=== mc_controller ===
$ cat config.mk
export PLATFORM = sky130hd
export DESIGN_NAME = mc_controller
export DESIGN_NICKNAME = d
export VERILOG_FILES = /design/src/rtl/ctrl_pkg.sv /design/src/rtl/aludec.sv /design/src/rtl/mc_controller.sv
export SDC_FILE = /design/constraint.sdc
export NUM_CORES = 1
export LEC_CHECK = 0
export CORE_MARGIN = 1.5
export CORE_UTILIZATION = 53
export DETAILED_ROUTE_END_ITERATION = 10
export PLACE_DENSITY_LB_ADDON = 0.25
export SETUP_SLACK_MARGIN = 0.3
export SKIP_CTS_REPAIR_TIMING = 1
export SLEW_MARGIN = 5
export SYNTH_ARGS = -nofsm -noshare
export SYNTH_HDL_FRONTEND = slang
export SYNTH_SLANG_ARGS = --single-unit
$ cat constraint.sdc
create_clock -name clk -period 4.9 [get_ports clk]
set_input_delay 0.98 -clock clk [delete_from_list [all_inputs] [get_ports clk]]
set_output_delay 0.98 -clock clk [all_outputs]
set_load 0.05 [all_outputs]
$ cat src/rtl/ctrl_pkg.sv
// Shared encodings for the multicycle controller: FSM states, opcodes, funct codes and ALU controls.
package ctrl_pkg;

    localparam int unsigned OPW = 4;
    localparam int unsigned FNW = 3;
    localparam int unsigned ACW = 4;

    typedef enum logic [3:0] {
        FETCH,
        DECODE,
        MEMADR,
        MEMRD,
        MEMWB,
        MEMWR,
        RTYPE_EX,
        ALUWB,
        BRANCH,
        ADDI_EX,
        ADDI_WB,
        JUMP,
        HALT,
        FAULT
    } state_t;

    localparam logic [OPW-1:0] OP_RTYPE = 4'b0000;
    localparam logic [OPW-1:0] OP_LW    = 4'b0001;
    localparam logic [OPW-1:0] OP_SW    = 4'b0010;
    localparam logic [OPW-1:0] OP_BEQ   = 4'b0011;
    localparam logic [OPW-1:0] OP_ADDI  = 4'b0100;
    localparam logic [OPW-1:0] OP_J     = 4'b0101;
    localparam logic [OPW-1:0] OP_HALT  = 4'b1111;

    localparam logic [FNW-1:0] FN_ADD = 3'b000;
    localparam logic [FNW-1:0] FN_SUB = 3'b001;
    localparam logic [FNW-1:0] FN_AND = 3'b010;
    localparam logic [FNW-1:0] FN_OR  = 3'b011;
    localparam logic [FNW-1:0] FN_SLT = 3'b100;

    localparam logic [ACW-1:0] ALUCTL_AND = 4'b0000;
    localparam logic [ACW-1:0] ALUCTL_OR  = 4'b0001;
    localparam logic [ACW-1:0] ALUCTL_ADD = 4'b0010;
    localparam logic [ACW-1:0] ALUCTL_SUB = 4'b0110;
    localparam logic [ACW-1:0] ALUCTL_SLT = 4'b0111;

endpackage

$ cat src/rtl/aludec.sv
// R-type funct to ALU control decoder; purely combinational so it can be reused by other controllers.
module aludec
    import ctrl_pkg::*;
(
    input  logic [FNW-1:0] funct,
    output logic [ACW-1:0] alucontrol,
    output logic           illegal
);

    always_comb begin
        alucontrol = ALUCTL_ADD;
        illegal    = 1'b0;
        case (funct)
            FN_ADD:  alucontrol = ALUCTL_ADD;
            FN_SUB:  alucontrol = ALUCTL_SUB;
            FN_AND:  alucontrol = ALUCTL_AND;
            FN_OR:   alucontrol = ALUCTL_OR;
            FN_SLT:  alucontrol = ALUCTL_SLT;
            default: illegal    = 1'b1;
        endcase
    end

endmodule

$ cat src/rtl/mc_controller.sv
// Multicycle control FSM for the 16-bit datapath, with a watchdog on every memory wait.
module mc_controller
    import ctrl_pkg::*;
#(
    parameter int unsigned MAX_WAIT = 8,
    parameter int unsigned CW       = 4
) (
    input  logic           clk,
    input  logic           reset,
    input  logic [OPW-1:0] opcode,
    input  logic [FNW-1:0] funct,
    input  logic           zero,
    input  logic           mem_ready,
    output logic           pcwrite,
    output logic           pcsrc,
    output logic           jump,
    output logic           irwrite,
    output logic           iord,
    output logic           memread,
    output logic           memwrite,
    output logic           memtoreg,
    output logic           regdst,
    output logic           alusrc,
    output logic           regwrite,
    output logic [ACW-1:0] alucontrol,
    output logic           halted,
    output logic           fault
);

    state_t          state;
    state_t          state_next;
    logic [CW-1:0]   wait_cnt;
    logic [CW-1:0]   wait_next;
    logic            mem_wait;
    logic [ACW-1:0]  alu_fn;
    logic            fn_illegal;

    aludec u_aludec (
        .funct      (funct),
        .alucontrol (alu_fn),
        .illegal    (fn_illegal)
    );

    // State and watchdog registers.
    always_ff @(posedge clk) begin
        if (!reset) begin
            state    <= FETCH;
            wait_cnt <= '0;
        end else begin
            state    <= state_next;
            wait_cnt <= wait_next;
        end
    end

    // Next state and strobe decode; everything stays idle while reset is low.
    always_comb begin
        state_next = state;
        wait_next  = wait_cnt;
        mem_wait   = 1'b0;
        pcwrite    = 1'b0;
        pcsrc      = 1'b0;
        jump       = 1'b0;
        irwrite    = 1'b0;
        iord       = 1'b0;
        memread    = 1'b0;
        memwrite   = 1'b0;
        memtoreg   = 1'b0;
        regdst     = 1'b0;
        alusrc     = 1'b0;
        regwrite   = 1'b0;
        alucontrol = ALUCTL_ADD;
        halted     = 1'b0;
        fault      = 1'b0;

        if (reset) begin
            case (state)
                FETCH: begin
                    memread = 1'b1;
                    if (mem_ready) begin
                        irwrite    = 1'b1;
                        pcwrite    = 1'b1;
                        state_next = DECODE;
                    end else begin
                        mem_wait = 1'b1;
                    end
                end
                DECODE: begin
                    case (opcode)
                        OP_LW, OP_SW: state_next = MEMADR;
                        OP_RTYPE:     state_next = RTYPE_EX;
                        OP_BEQ:       state_next = BRANCH;
                        OP_ADDI:      state_next = ADDI_EX;
                        OP_J:         state_next = JUMP;
                        OP_HALT:      state_next = HALT;
                        default:      state_next = FAULT;
                    endcase
                end
                MEMADR: begin
                    alusrc     = 1'b1;
                    state_next = (opcode == OP_SW) ? MEMWR : MEMRD;
                end
                MEMRD: begin
                    iord    = 1'b1;
                    memread = 1'b1;
                    if (mem_ready) state_next = MEMWB;
                    else           mem_wait   = 1'b1;
                end
                MEMWB: begin
                    regwrite   = 1'b1;
                    memtoreg   = 1'b1;
                    state_next = FETCH;
                end
                MEMWR: begin
                    iord     = 1'b1;
                    memwrite = 1'b1;
                    if (mem_ready) state_next = FETCH;
                    else           mem_wait   = 1'b1;
                end
                RTYPE_EX: begin
                    alucontrol = alu_fn;
                    state_next = fn_illegal ? FAULT : ALUWB;
                end
                ALUWB: begin
                    regwrite   = 1'b1;
                    regdst     = 1'b1;
                    state_next = FETCH;
                end
                BRANCH: begin
                    alucontrol = ALUCTL_SUB;
                    pcsrc      = 1'b1;
                    pcwrite    = zero;
                    state_next = FETCH;
                end
                ADDI_EX: begin
                    alusrc     = 1'b1;
                    state_next = ADDI_WB;
                end
                ADDI_WB: begin
                    regwrite   = 1'b1;
                    state_next = FETCH;
                end
                JUMP: begin
                    jump       = 1'b1;
                    pcwrite    = 1'b1;
                    state_next = FETCH;
                end
                HALT:    halted     = 1'b1;
                FAULT:   fault      = 1'b1;
                default: state_next = FAULT;
            endcase

            // Counter is allowed to reach MAX_WAIT; a ready on that same cycle still completes.
            if (mem_wait) begin
                if (wait_cnt == CW'(MAX_WAIT)) state_next = FAULT;
                else                           wait_next  = wait_cnt + CW'(1);
            end
            if (state_next != state) wait_next = '0;
        end
    end

endmodule

Figure 1. M1 wires (mc_controller).
Supply wires on this layer in grey.
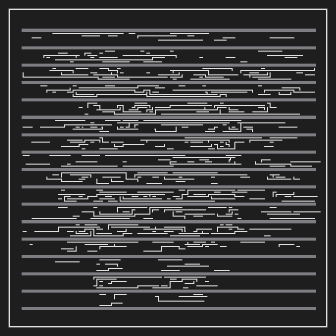
The longest straight run is 21.6 um. The layer holds 47% of the routed length. The wires run mostly horizontal. 161 nets have wire on it.

Figure 2. M2 wires (mc_controller).
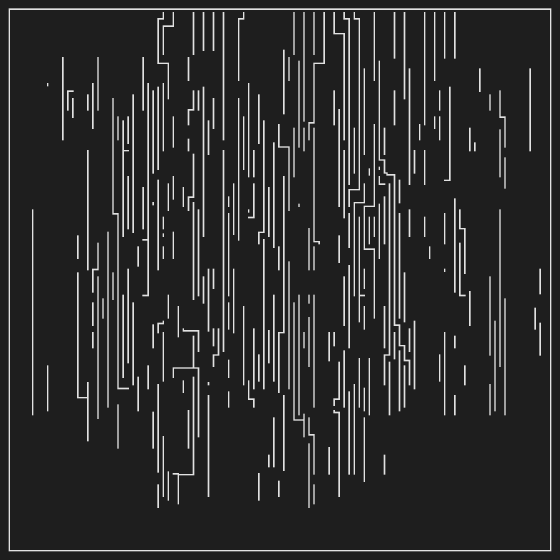
The layer carries 1310 um of wire. The wires run mostly vertical.

==> reports/README.md <==
| Quantity | Value |
|:---|:---|
| Combinational share of cell area | 64.4% |
| Top-area cell type share of the netlist area | 14.0% |
| Gp weighted congestion | 0.810 |
| Hold path startpoint | wait_cnt[1]$_SDFFE_PP0P_ |
| GRT busiest layer | met2 |
| Hpwl dp | 1.98 mm |
| Result of the run | complete, no violations |
| Biggest area contributors in the synthesized netlist | dfxtp_1 14%, nor2_1 4.6%, xnor2_1 4.6% |
| Hold violation total from the final report | 0 |
| Multi-input gate count | 122 |
| Relative contribution of the clock network to total power | 15.0% |
| Total cell area reported by yosys after synthesis | 1140 sq um |
| Met3 WL | 127 um |
| Initial DRT Pass Iterations | 4 |
| Number of distinct library cells after synthesis | 64 |
| Floorplan row count | 16 |
| Worst slew pin tran | 905 ps |
| Vias per cell | 5.98 |
| Worst slew margin relative to its limit | 39.6% |
| Reg2reg end | wait_cnt[2]$_SDFFE_PP0P_ |
Figure 3. M3 wires (mc_controller).
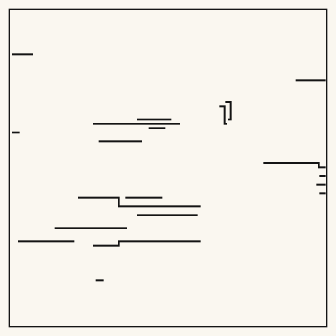
The layer holds 4.7% of the routed length. The longest straight run is 13.3 um. The layer carries 128 um of wire. The wires run mostly horizontal.

==> cells in the final DEF (no fill, tap or decap), types with 2 or more instances in the layout <==
cell / count
clkbuf_4: 3
dfxtp_1: 8
and2_1: 2
nor3b_1: 3
clkdlybuf4s50_1: 26
nor3_1: 4
nor2_1: 14
inv_1: 3
nand3_1: 4
nor4_1: 5
a21oi_1: 7
a211oi_2: 2
nor2b_1: 5
or3_1: 2
nand2b_1: 5
nand2_1: 11
and2b_2: 2
o21ai_0: 8
xnor2_1: 6
ha_1: 2
==> per-stage QoR <==
step	setup slack, ps	area, sq um
after CTS	594	1370
after global routing	473	1370
after global placement	635	1350
after floorplan	992	1140
final	609	1370
after detailed placement	604	1350
==> worst max-delay path by stage <==
stage,from,end,slack (ps),cells past startpoint
2_1_floorplan,reset,irwrite,990,2
3_3_place_gp,reset,irwrite,640,4
3_5_place_dp,reset,irwrite,600,4
4_1_cts,reset,irwrite,590,4
5_1_grt,reset,pcwrite,470,5
6_report,reset,irwrite,610,4
==> critical path: stages <==
cell and delay (ps):
clkdlybuf4s50_1 750, or3b_2 550, nor4_1 180, clkdlybuf4s50_1 850
==> sequential cells by signal, summed over array words and instances, names as in the netlist <==
name and flops:
state 4, wait_cnt 4

=== sram_bus_capture_flat ===
==> src/rtl/sram_bus_capture_if.sv <==
// ============================================================================
// Module  : sram_bus_capture_if
// Purpose : SRAM bus pins, transceiver controls and capture record stream
// Rev     : 1.0  initial release
// ============================================================================
`default_nettype none

interface sram_bus_capture_if #(
  parameter int ADDR_W = 15,
  parameter int DATA_W = 8
);
  logic [ADDR_W-1:0] addr;
  logic [DATA_W-1:0] data;
  logic              sram_n_write;
  logic              sram_n_oe;
  logic              sram_n_ce;
  logic              trans_tx_data;
  logic              trans_tx_addr;
  logic              trans_n_oe;
  logic              cap_valid;
  logic              cap_ready;
  logic [ADDR_W-1:0] cap_addr;
  logic [DATA_W-1:0] cap_data;
  logic              cap_is_write;
  logic              overflow;
  logic              overflow_clr;
  logic [15:0]       write_count;
  logic [15:0]       read_count;

  // master = capture stage, slave = host bus model plus record consumer
  modport master (
    input  addr, data, sram_n_write, sram_n_oe, sram_n_ce, cap_ready, overflow_clr,
    output trans_tx_data, trans_tx_addr, trans_n_oe, cap_valid, cap_addr, cap_data,
           cap_is_write, overflow, write_count, read_count
  );

  modport slave (
    output addr, data, sram_n_write, sram_n_oe, sram_n_ce, cap_ready, overflow_clr,
    input  trans_tx_data, trans_tx_addr, trans_n_oe, cap_valid, cap_addr, cap_data,
           cap_is_write, overflow, write_count, read_count
  );
endinterface

`default_nettype wire

==> src/rtl/sram_bus_capture.sv <==
// ============================================================================
// Module  : sram_bus_capture
// Purpose : Synchronise SRAM bus, detect write/read cycles, queue records
// Rev     : 1.0  initial release
// ============================================================================
`default_nettype none

module sram_bus_capture #(
  parameter int ADDR_W      = 15,
  parameter int DATA_W      = 8,
  parameter int FIFO_DEPTH  = 8,
  parameter int SYNC_STAGES = 2
) (
  input  logic                clk,
  input  logic                reset_n,
  sram_bus_capture_if.master  bus
);

  localparam int         PTR_W      = $clog2(FIFO_DEPTH);
  localparam int         REC_W      = ADDR_W + DATA_W + 1;
  localparam logic [2:0] C_CTL_IDLE = 3'b111;
  localparam logic [PTR_W:0] C_PTR_ONE = {{PTR_W{1'b0}}, 1'b1};

  // control bit order: {n_ce, n_oe, n_write}
  logic [ADDR_W-1:0] addr_sync_q [SYNC_STAGES];
  logic [DATA_W-1:0] data_sync_q [SYNC_STAGES];
  logic [2:0]        ctl_sync_q  [SYNC_STAGES];
  logic [2:0]        ctl_p_q;
  logic              trans_n_oe_q;

  always_ff @(posedge clk or negedge reset_n) begin
    if (!reset_n) begin
      for (int i = 0; i < SYNC_STAGES; i++) begin
        addr_sync_q[i] <= '0;
        data_sync_q[i] <= '0;
        ctl_sync_q[i]  <= C_CTL_IDLE;
      end
      ctl_p_q      <= C_CTL_IDLE;
      trans_n_oe_q <= 1'b1;
    end else begin
      addr_sync_q[0] <= bus.addr;
      data_sync_q[0] <= bus.data;
      ctl_sync_q[0]  <= {bus.sram_n_ce, bus.sram_n_oe, bus.sram_n_write};
      for (int i = 1; i < SYNC_STAGES; i++) begin
        addr_sync_q[i] <= addr_sync_q[i-1];
        data_sync_q[i] <= data_sync_q[i-1];
        ctl_sync_q[i]  <= ctl_sync_q[i-1];
      end
      ctl_p_q      <= ctl_sync_q[SYNC_STAGES-1];
      trans_n_oe_q <= 1'b0;
    end
  end

  logic n_ce_s, n_oe_s, n_write_s;
  logic n_ce_p, n_oe_p, n_write_p;
  assign {n_ce_s, n_oe_s, n_write_s} = ctl_sync_q[SYNC_STAGES-1];
  assign {n_ce_p, n_oe_p, n_write_p} = ctl_p_q;

  // Snapshot tracks the bus while a strobe is low, so at the rising edge it
  // holds the last value sampled during the strobe.
  logic [ADDR_W-1:0] snap_addr_q;
  logic [DATA_W-1:0] snap_data_q;

  always_ff @(posedge clk or negedge reset_n) begin
    if (!reset_n) begin
      snap_addr_q <= '0;
      snap_data_q <= '0;
    end else if (!n_ce_s && (!n_write_s || !n_oe_s)) begin
      snap_addr_q <= addr_sync_q[SYNC_STAGES-1];
      snap_data_q <= data_sync_q[SYNC_STAGES-1];
    end
  end

  logic wr_ev, rd_ev, ev_any;
  assign wr_ev  = !n_write_p && n_write_s && !n_ce_p;
  assign rd_ev  = !n_oe_p && n_oe_s && !n_ce_p;
  assign ev_any = wr_ev || rd_ev;

  logic [REC_W-1:0] rec_d;
  assign rec_d = {wr_ev, snap_addr_q, snap_data_q};

  logic [REC_W-1:0] fifo_q [FIFO_DEPTH];
  logic [PTR_W:0]   wr_ptr_q, rd_ptr_q;
  logic             empty, full, pop, push, drop;

  assign empty = (wr_ptr_q == rd_ptr_q);
  assign full  = (wr_ptr_q[PTR_W] != rd_ptr_q[PTR_W]) &&
                 (wr_ptr_q[PTR_W-1:0] == rd_ptr_q[PTR_W-1:0]);
  assign pop   = !empty && bus.cap_ready;
  assign push  = ev_any && (!full || pop);
  // a simultaneous read is always lost because only one record fits per cycle
  assign drop  = (ev_any && !push) || (wr_ev && rd_ev);

  always_ff @(posedge clk) begin
    if (push) begin
      fifo_q[wr_ptr_q[PTR_W-1:0]] <= rec_d;
    end
  end

  logic        overflow_q, overflow_d;
  logic [15:0] write_count_q, write_count_d;
  logic [15:0] read_count_q, read_count_d;

  always_comb begin
    overflow_d    = overflow_q;
    if (bus.overflow_clr) overflow_d = 1'b0;
    if (drop)             overflow_d = 1'b1;
    write_count_d = write_count_q + {15'd0, wr_ev};
    read_count_d  = read_count_q + {15'd0, rd_ev};
  end

  always_ff @(posedge clk or negedge reset_n) begin
    if (!reset_n) begin
      wr_ptr_q      <= '0;
      rd_ptr_q      <= '0;
      overflow_q    <= 1'b0;
      write_count_q <= '0;
      read_count_q  <= '0;
    end else begin
      if (push) wr_ptr_q <= wr_ptr_q + C_PTR_ONE;
      if (pop)  rd_ptr_q <= rd_ptr_q + C_PTR_ONE;
      overflow_q    <= overflow_d;
      write_count_q <= write_count_d;
      read_count_q  <= read_count_d;
    end
  end

  logic [REC_W-1:0] head;
  assign head = empty ? '0 : fifo_q[rd_ptr_q[PTR_W-1:0]];

  assign bus.cap_valid     = !empty;
  assign bus.cap_is_write  = head[REC_W-1];
  assign bus.cap_addr      = head[DATA_W +: ADDR_W];
  assign bus.cap_data      = head[DATA_W-1:0];
  assign bus.overflow      = overflow_q;
  assign bus.write_count   = write_count_q;
  assign bus.read_count    = read_count_q;
  assign bus.trans_n_oe    = trans_n_oe_q;
  assign bus.trans_tx_data = 1'b0;
  assign bus.trans_tx_addr = 1'b0;

endmodule

`default_nettype wire

==> src/flat_wrapper.sv <==
// flat-port wrapper written by rule: the top's interface ports become plain ports
module sram_bus_capture_flat 
#(
  parameter int ADDR_W      = 15,
  parameter int DATA_W      = 8,
  parameter int FIFO_DEPTH  = 8,
  parameter int SYNC_STAGES = 2
)
  (clk, reset_n, bus_addr, bus_data, bus_sram_n_write, bus_sram_n_oe, bus_sram_n_ce, bus_cap_ready, bus_overflow_clr, bus_trans_tx_data, bus_trans_tx_addr, bus_trans_n_oe, bus_cap_valid, bus_cap_addr, bus_cap_data, bus_cap_is_write, bus_overflow, bus_write_count, bus_read_count);
  sram_bus_capture_if #(.ADDR_W(ADDR_W), .DATA_W(DATA_W)) bus_i ();
  input  logic clk;
  input  logic reset_n;
  input wire logic [$bits(bus_i.addr)-1:0] bus_addr;
  input wire logic [$bits(bus_i.data)-1:0] bus_data;
  input wire logic [$bits(bus_i.sram_n_write)-1:0] bus_sram_n_write;
  input wire logic [$bits(bus_i.sram_n_oe)-1:0] bus_sram_n_oe;
  input wire logic [$bits(bus_i.sram_n_ce)-1:0] bus_sram_n_ce;
  input wire logic [$bits(bus_i.cap_ready)-1:0] bus_cap_ready;
  input wire logic [$bits(bus_i.overflow_clr)-1:0] bus_overflow_clr;
  output wire logic [$bits(bus_i.trans_tx_data)-1:0] bus_trans_tx_data;
  output wire logic [$bits(bus_i.trans_tx_addr)-1:0] bus_trans_tx_addr;
  output wire logic [$bits(bus_i.trans_n_oe)-1:0] bus_trans_n_oe;
  output wire logic [$bits(bus_i.cap_valid)-1:0] bus_cap_valid;
  output wire logic [$bits(bus_i.cap_addr)-1:0] bus_cap_addr;
  output wire logic [$bits(bus_i.cap_data)-1:0] bus_cap_data;
  output wire logic [$bits(bus_i.cap_is_write)-1:0] bus_cap_is_write;
  output wire logic [$bits(bus_i.overflow)-1:0] bus_overflow;
  output wire logic [$bits(bus_i.write_count)-1:0] bus_write_count;
  output wire logic [$bits(bus_i.read_count)-1:0] bus_read_count;
  assign bus_i.addr = bus_addr;
  assign bus_i.data = bus_data;
  assign bus_i.sram_n_write = bus_sram_n_write;
  assign bus_i.sram_n_oe = bus_sram_n_oe;
  assign bus_i.sram_n_ce = bus_sram_n_ce;
  assign bus_i.cap_ready = bus_cap_ready;
  assign bus_i.overflow_clr = bus_overflow_clr;
  assign bus_trans_tx_data = bus_i.trans_tx_data;
  assign bus_trans_tx_addr = bus_i.trans_tx_addr;
  assign bus_trans_n_oe = bus_i.trans_n_oe;
  assign bus_cap_valid = bus_i.cap_valid;
  assign bus_cap_addr = bus_i.cap_addr;
  assign bus_cap_data = bus_i.cap_data;
  assign bus_cap_is_write = bus_i.cap_is_write;
  assign bus_overflow = bus_i.overflow;
  assign bus_write_count = bus_i.write_count;
  assign bus_read_count = bus_i.read_count;
  sram_bus_capture #(.ADDR_W(ADDR_W), .DATA_W(DATA_W), .FIFO_DEPTH(FIFO_DEPTH), .SYNC_STAGES(SYNC_STAGES)) u_core (.clk(clk), .reset_n(reset_n), .bus(bus_i));
endmodule
==> config.mk <==
export PLATFORM = sky130hd
export DESIGN_NAME = sram_bus_capture_flat
export DESIGN_NICKNAME = d
export VERILOG_FILES = /design/src/rtl/sram_bus_capture_if.sv /design/src/rtl/sram_bus_capture.sv /design/src/flat_wrapper.sv
export SDC_FILE = /design/constraint.sdc
export NUM_CORES = 1
export LEC_CHECK = 0
export CAP_MARGIN = 25
export CELL_PAD_IN_SITES_DETAIL_PLACEMENT = 0
export CELL_PAD_IN_SITES_GLOBAL_PLACEMENT = 1
export CORE_MARGIN = 5
export CORE_UTILIZATION = 45
export DETAILED_ROUTE_END_ITERATION = 16
export PLACE_DENSITY_LB_ADDON = 0.1
export SLEW_MARGIN = 0
export SYNTH_ARGS = -nofsm -noshare
export SYNTH_HDL_FRONTEND = slang
export SYNTH_SLANG_ARGS = --single-unit
==> constraint.sdc <==
create_clock -name clk -period 5.1 [get_ports clk]
set_clock_uncertainty 0.05 [all_clocks]
set_input_delay 0.51 -clock clk [delete_from_list [all_inputs] [get_ports clk]]
set_output_delay 0.51 -clock clk [all_outputs]
set_load 0.01 [all_outputs]
Figure 4. M1 wires (sram_bus_capture_flat).
Supply wires on this layer in grey.
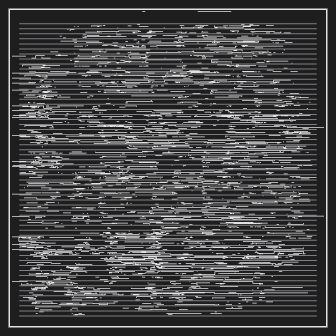
The longest straight run is 57.0 um. The layer carries 9590 um of wire. The wires run mostly horizontal.

Figure 5. M2 wires (sram_bus_capture_flat).
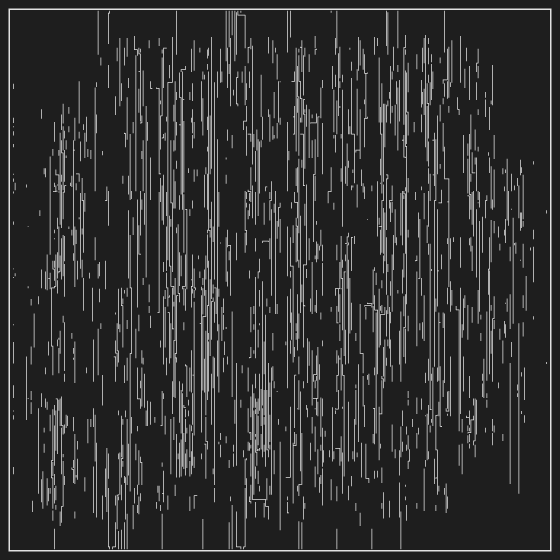
The wires run mostly vertical. The longest straight run is 62.2 um. The layer carries 10600 um of wire. 651 nets have wire on it. The layer holds 49% of the routed length.

==> reports/README.md <==
| Quantity | Value |
|:---|:---|
| Post-synth tally of flip-flops with integrated enable | 192 |
| Number of sinks handled by clock tree synthesis | 312 |
| Number of antenna violations at the first check in global routing | 0 |
| Worst slew pin tran | 754 ps |
| Worst setup path class | reg2out |
| GRT busiest layer | met2 |
| Combinational cell power | 1950 uW |
| Internal Pwr Total | 5350 uW |
| Number of inserted filler cells in the final layout | 1971 |
| R2R Setup Slk | 2230 ps |
| Overflow left after global routing | 0 |
| Number of distinct library cells after synthesis | 39 |
| Setup crit end | bus_cap_data[3] |
| Sequential fraction of design power | 43.6% |
| Simple-Gate Fraction of Synth Area | 4.13% |
| Area of the chip | 29100 sq um |
| Largest fanout of any net on the critical path | 33 |
| Clock insertion delay at the later pin of the skew report | 540 ps |
| Total Nets Final | 738 |
| Slowest cell on the critical path | dfrtp_4 |
| Final critical-path share of the clock period | 76.1% |
| Pwr per Cell Area | 533 nW/um^2 |
| Fraction of area in registers | 63.2% |
| Fmax | 258 MHz |
| Result of the run | complete, no violations |
Figure 6. M3 wires (sram_bus_capture_flat).
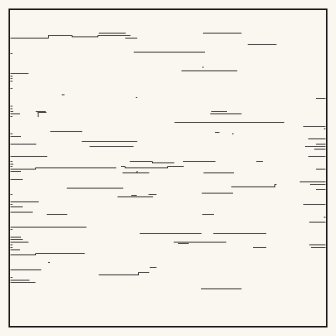
The layer carries 1180 um of wire. 73 nets have wire on it.

[cells in the final DEF, fill, tap and decap left out, types with 2 or more instances in the layout]
master	netlist	routed
nand2b_1	4	4
edfxtp_1	192	192
clkinv_2	0	14
dfrtp_1	110	108
buf_4	5	16
ha_1	6	6
mux2i_1	24	24
xor2_1	11	11
xnor2_2	3	3
clkdlybuf4s50_1	0	87
inv_1	6	6
nor3_2	0	4
nor2_2	0	2
clkinv_1	0	3
bufinv_16	0	4
conb_1	1	3
nand2_1	9	9
nor3_1	8	4
xnor2_1	21	21
nor2_1	38	36
xor2_2	2	2
nand4_1	7	7
dfstp_2	10	10
nand3_1	14	14
a21oi_2	1	2
o211ai_1	3	3
clkbuf_16	0	31
and3_1	6	6
clkbuf_1	0	4
mux4_2	48	48
mux2_2	24	24
[repair_timing]
action                                 CTS  global route
hold buffers                             1             0
setup buffers                            0             0
endpoints found under the hold margin    1             0
[metal layers]
metal | routed length [um] | part of all wire, % | vias to the layer above
met5 | 0 | 0 | -
met4 | 381 | 1.8 | 0
met2 | 10600 | 49 | 134
met1 | 9590 | 44 | 2843
li1 | - | - | 2471
met3 | 1180 | 5.4 | 26

=== conversor_bcd_sequencial ===
===== src/rtl/mbs_pkg.sv =====
// Types and sizes shared by the multiplier, the BCD converter and the top level.
package mbs_pkg;

    localparam int LARGURA_PRODUTO = 16;
    localparam int DIGITOS_BCD     = 5;

    typedef enum logic [1:0] {
        REPOUSO = 2'b00,
        DESLOCA = 2'b01,
        FIM     = 2'b10
    } estado_t;

endpackage


===== src/rtl/ajuste_digito.sv =====
// Add-3 correction for one BCD digit, applied before each doubling shift.
module ajuste_digito (
    input  logic [3:0] digito,
    output logic [3:0] ajustado
);

    assign ajustado = (digito >= 4'd5) ? digito + 4'd3 : digito;

endmodule


===== src/rtl/conversor_bcd_sequencial.sv =====
// Binary to packed BCD converter, one double-dabble iteration per clock.
module conversor_bcd_sequencial
    import mbs_pkg::*;
#(
    parameter int LARGURA = LARGURA_PRODUTO,
    parameter int DIGITOS = DIGITOS_BCD
) (
    input  logic                   clock,
    input  logic                   reset_n,
    input  logic                   start,
    input  logic [LARGURA-1:0]     valor,
    output logic [4*DIGITOS-1:0]   bcd,
    output logic                   pronto,
    output logic                   ocupado
);

    localparam int CW = (LARGURA > 1) ? $clog2(LARGURA) : 1;
    localparam logic [CW-1:0] ULTIMO = CW'(LARGURA - 1);

    estado_t                 estado;
    estado_t                 estado_prox;
    logic [LARGURA-1:0]      reg_bin;
    logic [4*DIGITOS-1:0]    reg_bcd;
    logic [4*DIGITOS-1:0]    reg_bcd_aj;
    logic [CW-1:0]           contador;
    logic [4*DIGITOS+LARGURA-1:0] deslocado;

    for (genvar i = 0; i < DIGITOS; i++) begin : g_ajuste
        ajuste_digito u_ajuste (
            .digito   (reg_bcd[4*i +: 4]),
            .ajustado (reg_bcd_aj[4*i +: 4])
        );
    end

    // The bit leaving the top of the scratch is always 0 for valid parameters.
    assign deslocado = {reg_bcd_aj, reg_bin} << 1;

    always_comb begin
        estado_prox = REPOUSO;
        case (estado)
            REPOUSO: estado_prox = start ? DESLOCA : REPOUSO;
            DESLOCA: estado_prox = (contador == ULTIMO) ? FIM : DESLOCA;
            FIM:     estado_prox = REPOUSO;
            default: estado_prox = REPOUSO;
        endcase
    end

    always_ff @(posedge clock) begin
        if (!reset_n) begin
            estado <= REPOUSO;
        end else begin
            estado <= estado_prox;
        end
    end

    always_ff @(posedge clock) begin
        if (!reset_n) begin
            reg_bin  <= '0;
            reg_bcd  <= '0;
            contador <= '0;
            bcd      <= '0;
            pronto   <= 1'b0;
            ocupado  <= 1'b0;
        end else begin
            pronto <= 1'b0;
            case (estado)
                REPOUSO: begin
                    if (start) begin
                        reg_bin  <= valor;
                        reg_bcd  <= '0;
                        contador <= '0;
                        ocupado  <= 1'b1;
                    end
                end
                DESLOCA: begin
                    {reg_bcd, reg_bin} <= deslocado;
                    if (contador != ULTIMO) begin
                        contador <= contador + 1'b1;
                    end
                end
                FIM: begin
                    bcd     <= reg_bcd;
                    pronto  <= 1'b1;
                    ocupado <= 1'b0;
                end
                default: begin
                    ocupado <= 1'b0;
                end
            endcase
        end
    end

endmodule


===== config.mk =====
export PLATFORM = sky130hd
export DESIGN_NAME = conversor_bcd_sequencial
export DESIGN_NICKNAME = d
export VERILOG_FILES = /design/src/rtl/mbs_pkg.sv /design/src/rtl/ajuste_digito.sv /design/src/rtl/conversor_bcd_sequencial.sv
export SDC_FILE = /design/constraint.sdc
export NUM_CORES = 1
export LEC_CHECK = 0
export ABC_AREA = 1
export ABC_CLOCK_PERIOD_IN_PS = 1350
export CAP_MARGIN = 20
export CORE_MARGIN = 8
export CORE_UTILIZATION = 50
export CTS_CLUSTER_SIZE = 25
export DETAILED_ROUTE_END_ITERATION = 10
export PLACE_DENSITY = 0.74
export SLEW_MARGIN = 20
export SYNTH_ARGS = -nofsm -noshare
export SYNTH_HDL_FRONTEND = slang
export SYNTH_HIERARCHICAL = 1
export SYNTH_SLANG_ARGS = --single-unit

===== constraint.sdc =====
create_clock -name clock -period 1.35 [get_ports clock]
set_input_delay 0.27 -clock clock [delete_from_list [all_inputs] [get_ports clock]]
set_output_delay 0.27 -clock clock [all_outputs]
set_load 0.01 [all_outputs]

Figure 7. M1 wires (conversor_bcd_sequencial).
Supply wires on this layer in grey.
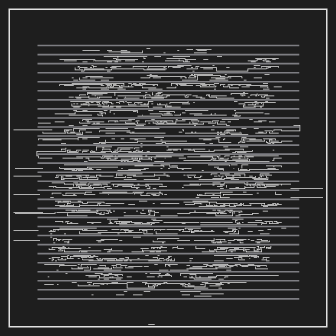
503 nets have wire on it. The layer carries 3380 um of wire. The wires run mostly horizontal.

==> reports/README.md <==
| Quantity | Value |
|:---|:---|
| Result of the run | complete, no violations |
| Kind of launch point of the worst setup path | flip-flop |
| Part of the power in combinational logic | 8.9% |
| Non-filler cells in the finished layout | 592 |
| Share of the core filled with cells in the final layout | 67.1% |
| Pin count of the biggest net entering global routing | 31 |
| Relative contribution of the clock network to total power | 42.0% |
| Level count of the clock H-tree | 3 |
| HP Class | reg2reg |
| Hpwl dp | 4.96 mm |
| Max VDD drop | 0.000711 V |
| Final critical-path share of the clock period | 95.4% |
| Number of global-route vias before repair | 2721 |
| Number of ports placed on the die boundary | 41 |
| Top Layout Cells | 123 x nand2_1, 92 x nor2_1, 54 x dfxtp_1, 44 x o21ai_0, 29 x buf_4 |
| TritonCTS clock tree | yes |
[routing by layer]
metal / wire (um) / track usage, % / part of all wire (%)
met1: 3380 / 21.1 / 46
met2: 3620 / 28.4 / 49
met3: 282 / 3.30 / 3.8
met4: 84 / 7.67 / 1.1
met5: 0 / 0 / 0
[path summary, 6_finish.rpt]
kind	start	endpoint
setup / recovery	reg_bcd[4]$_SDFFE_PN0P_	reg_bcd[6]$_SDFFE_PN0P_
hold / removal	reg_bin[15]$_SDFFE_PN0P_	reg_bcd[0]$_SDFFE_PN0P_
setup reg to reg	reg_bcd[4]$_SDFFE_PN0P_	reg_bcd[6]$_SDFFE_PN0P_
hold reg to reg	reg_bin[15]$_SDFFE_PN0P_	reg_bcd[0]$_SDFFE_PN0P_
[area by class of cell]
type                            count  area, sq um
Multi-Input combinational cell    340         1670
Inverter                           25         93.8
Tap cell                           75         93.8
Timing Repair Buffer               72          651
Clock buffer                       11          151
Fill cell                         528         1970
Sequential cell                    64         1300
Clock inverter                      5         55.1
[timing repair]
item                       4_1_cts  5_1_grt
hold buffers                     0        0
setup buffers                    0        3
setup endpoints to repair       22       22
pin swaps                        0       11
resized                         22       23


## Gallery

Clock nets.
shot_01.png
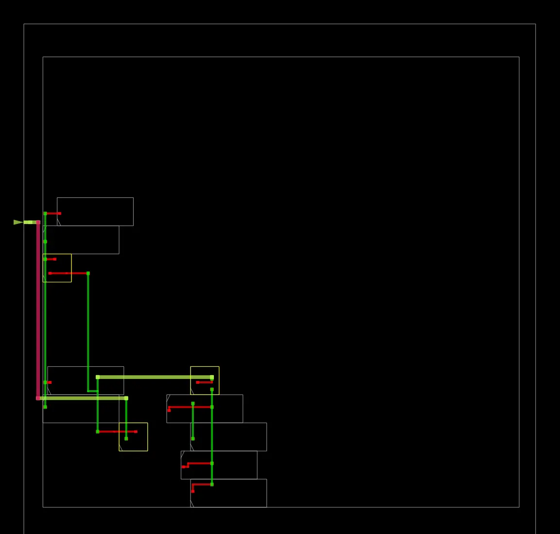
shot_02.png
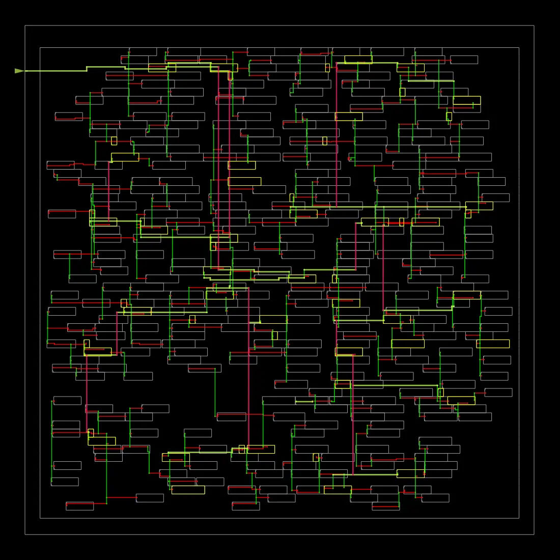
shot_03.png
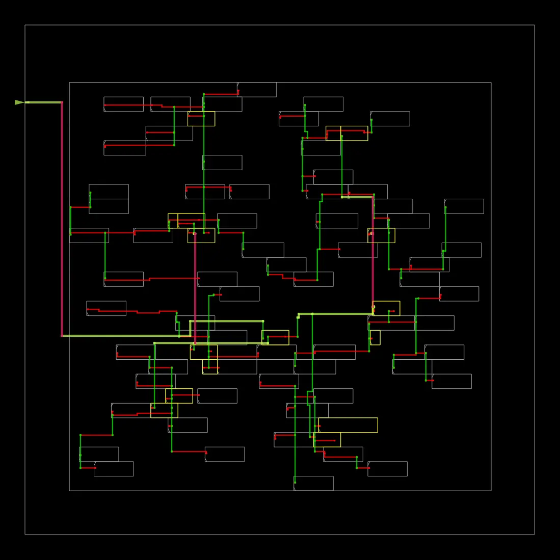
shot_02.png: sram_bus_capture_flat
shot_03.png: conversor_bcd_sequencial
shot_01.png: mc_controller

No activity file was given, so power comes from the tool's default toggle rates.
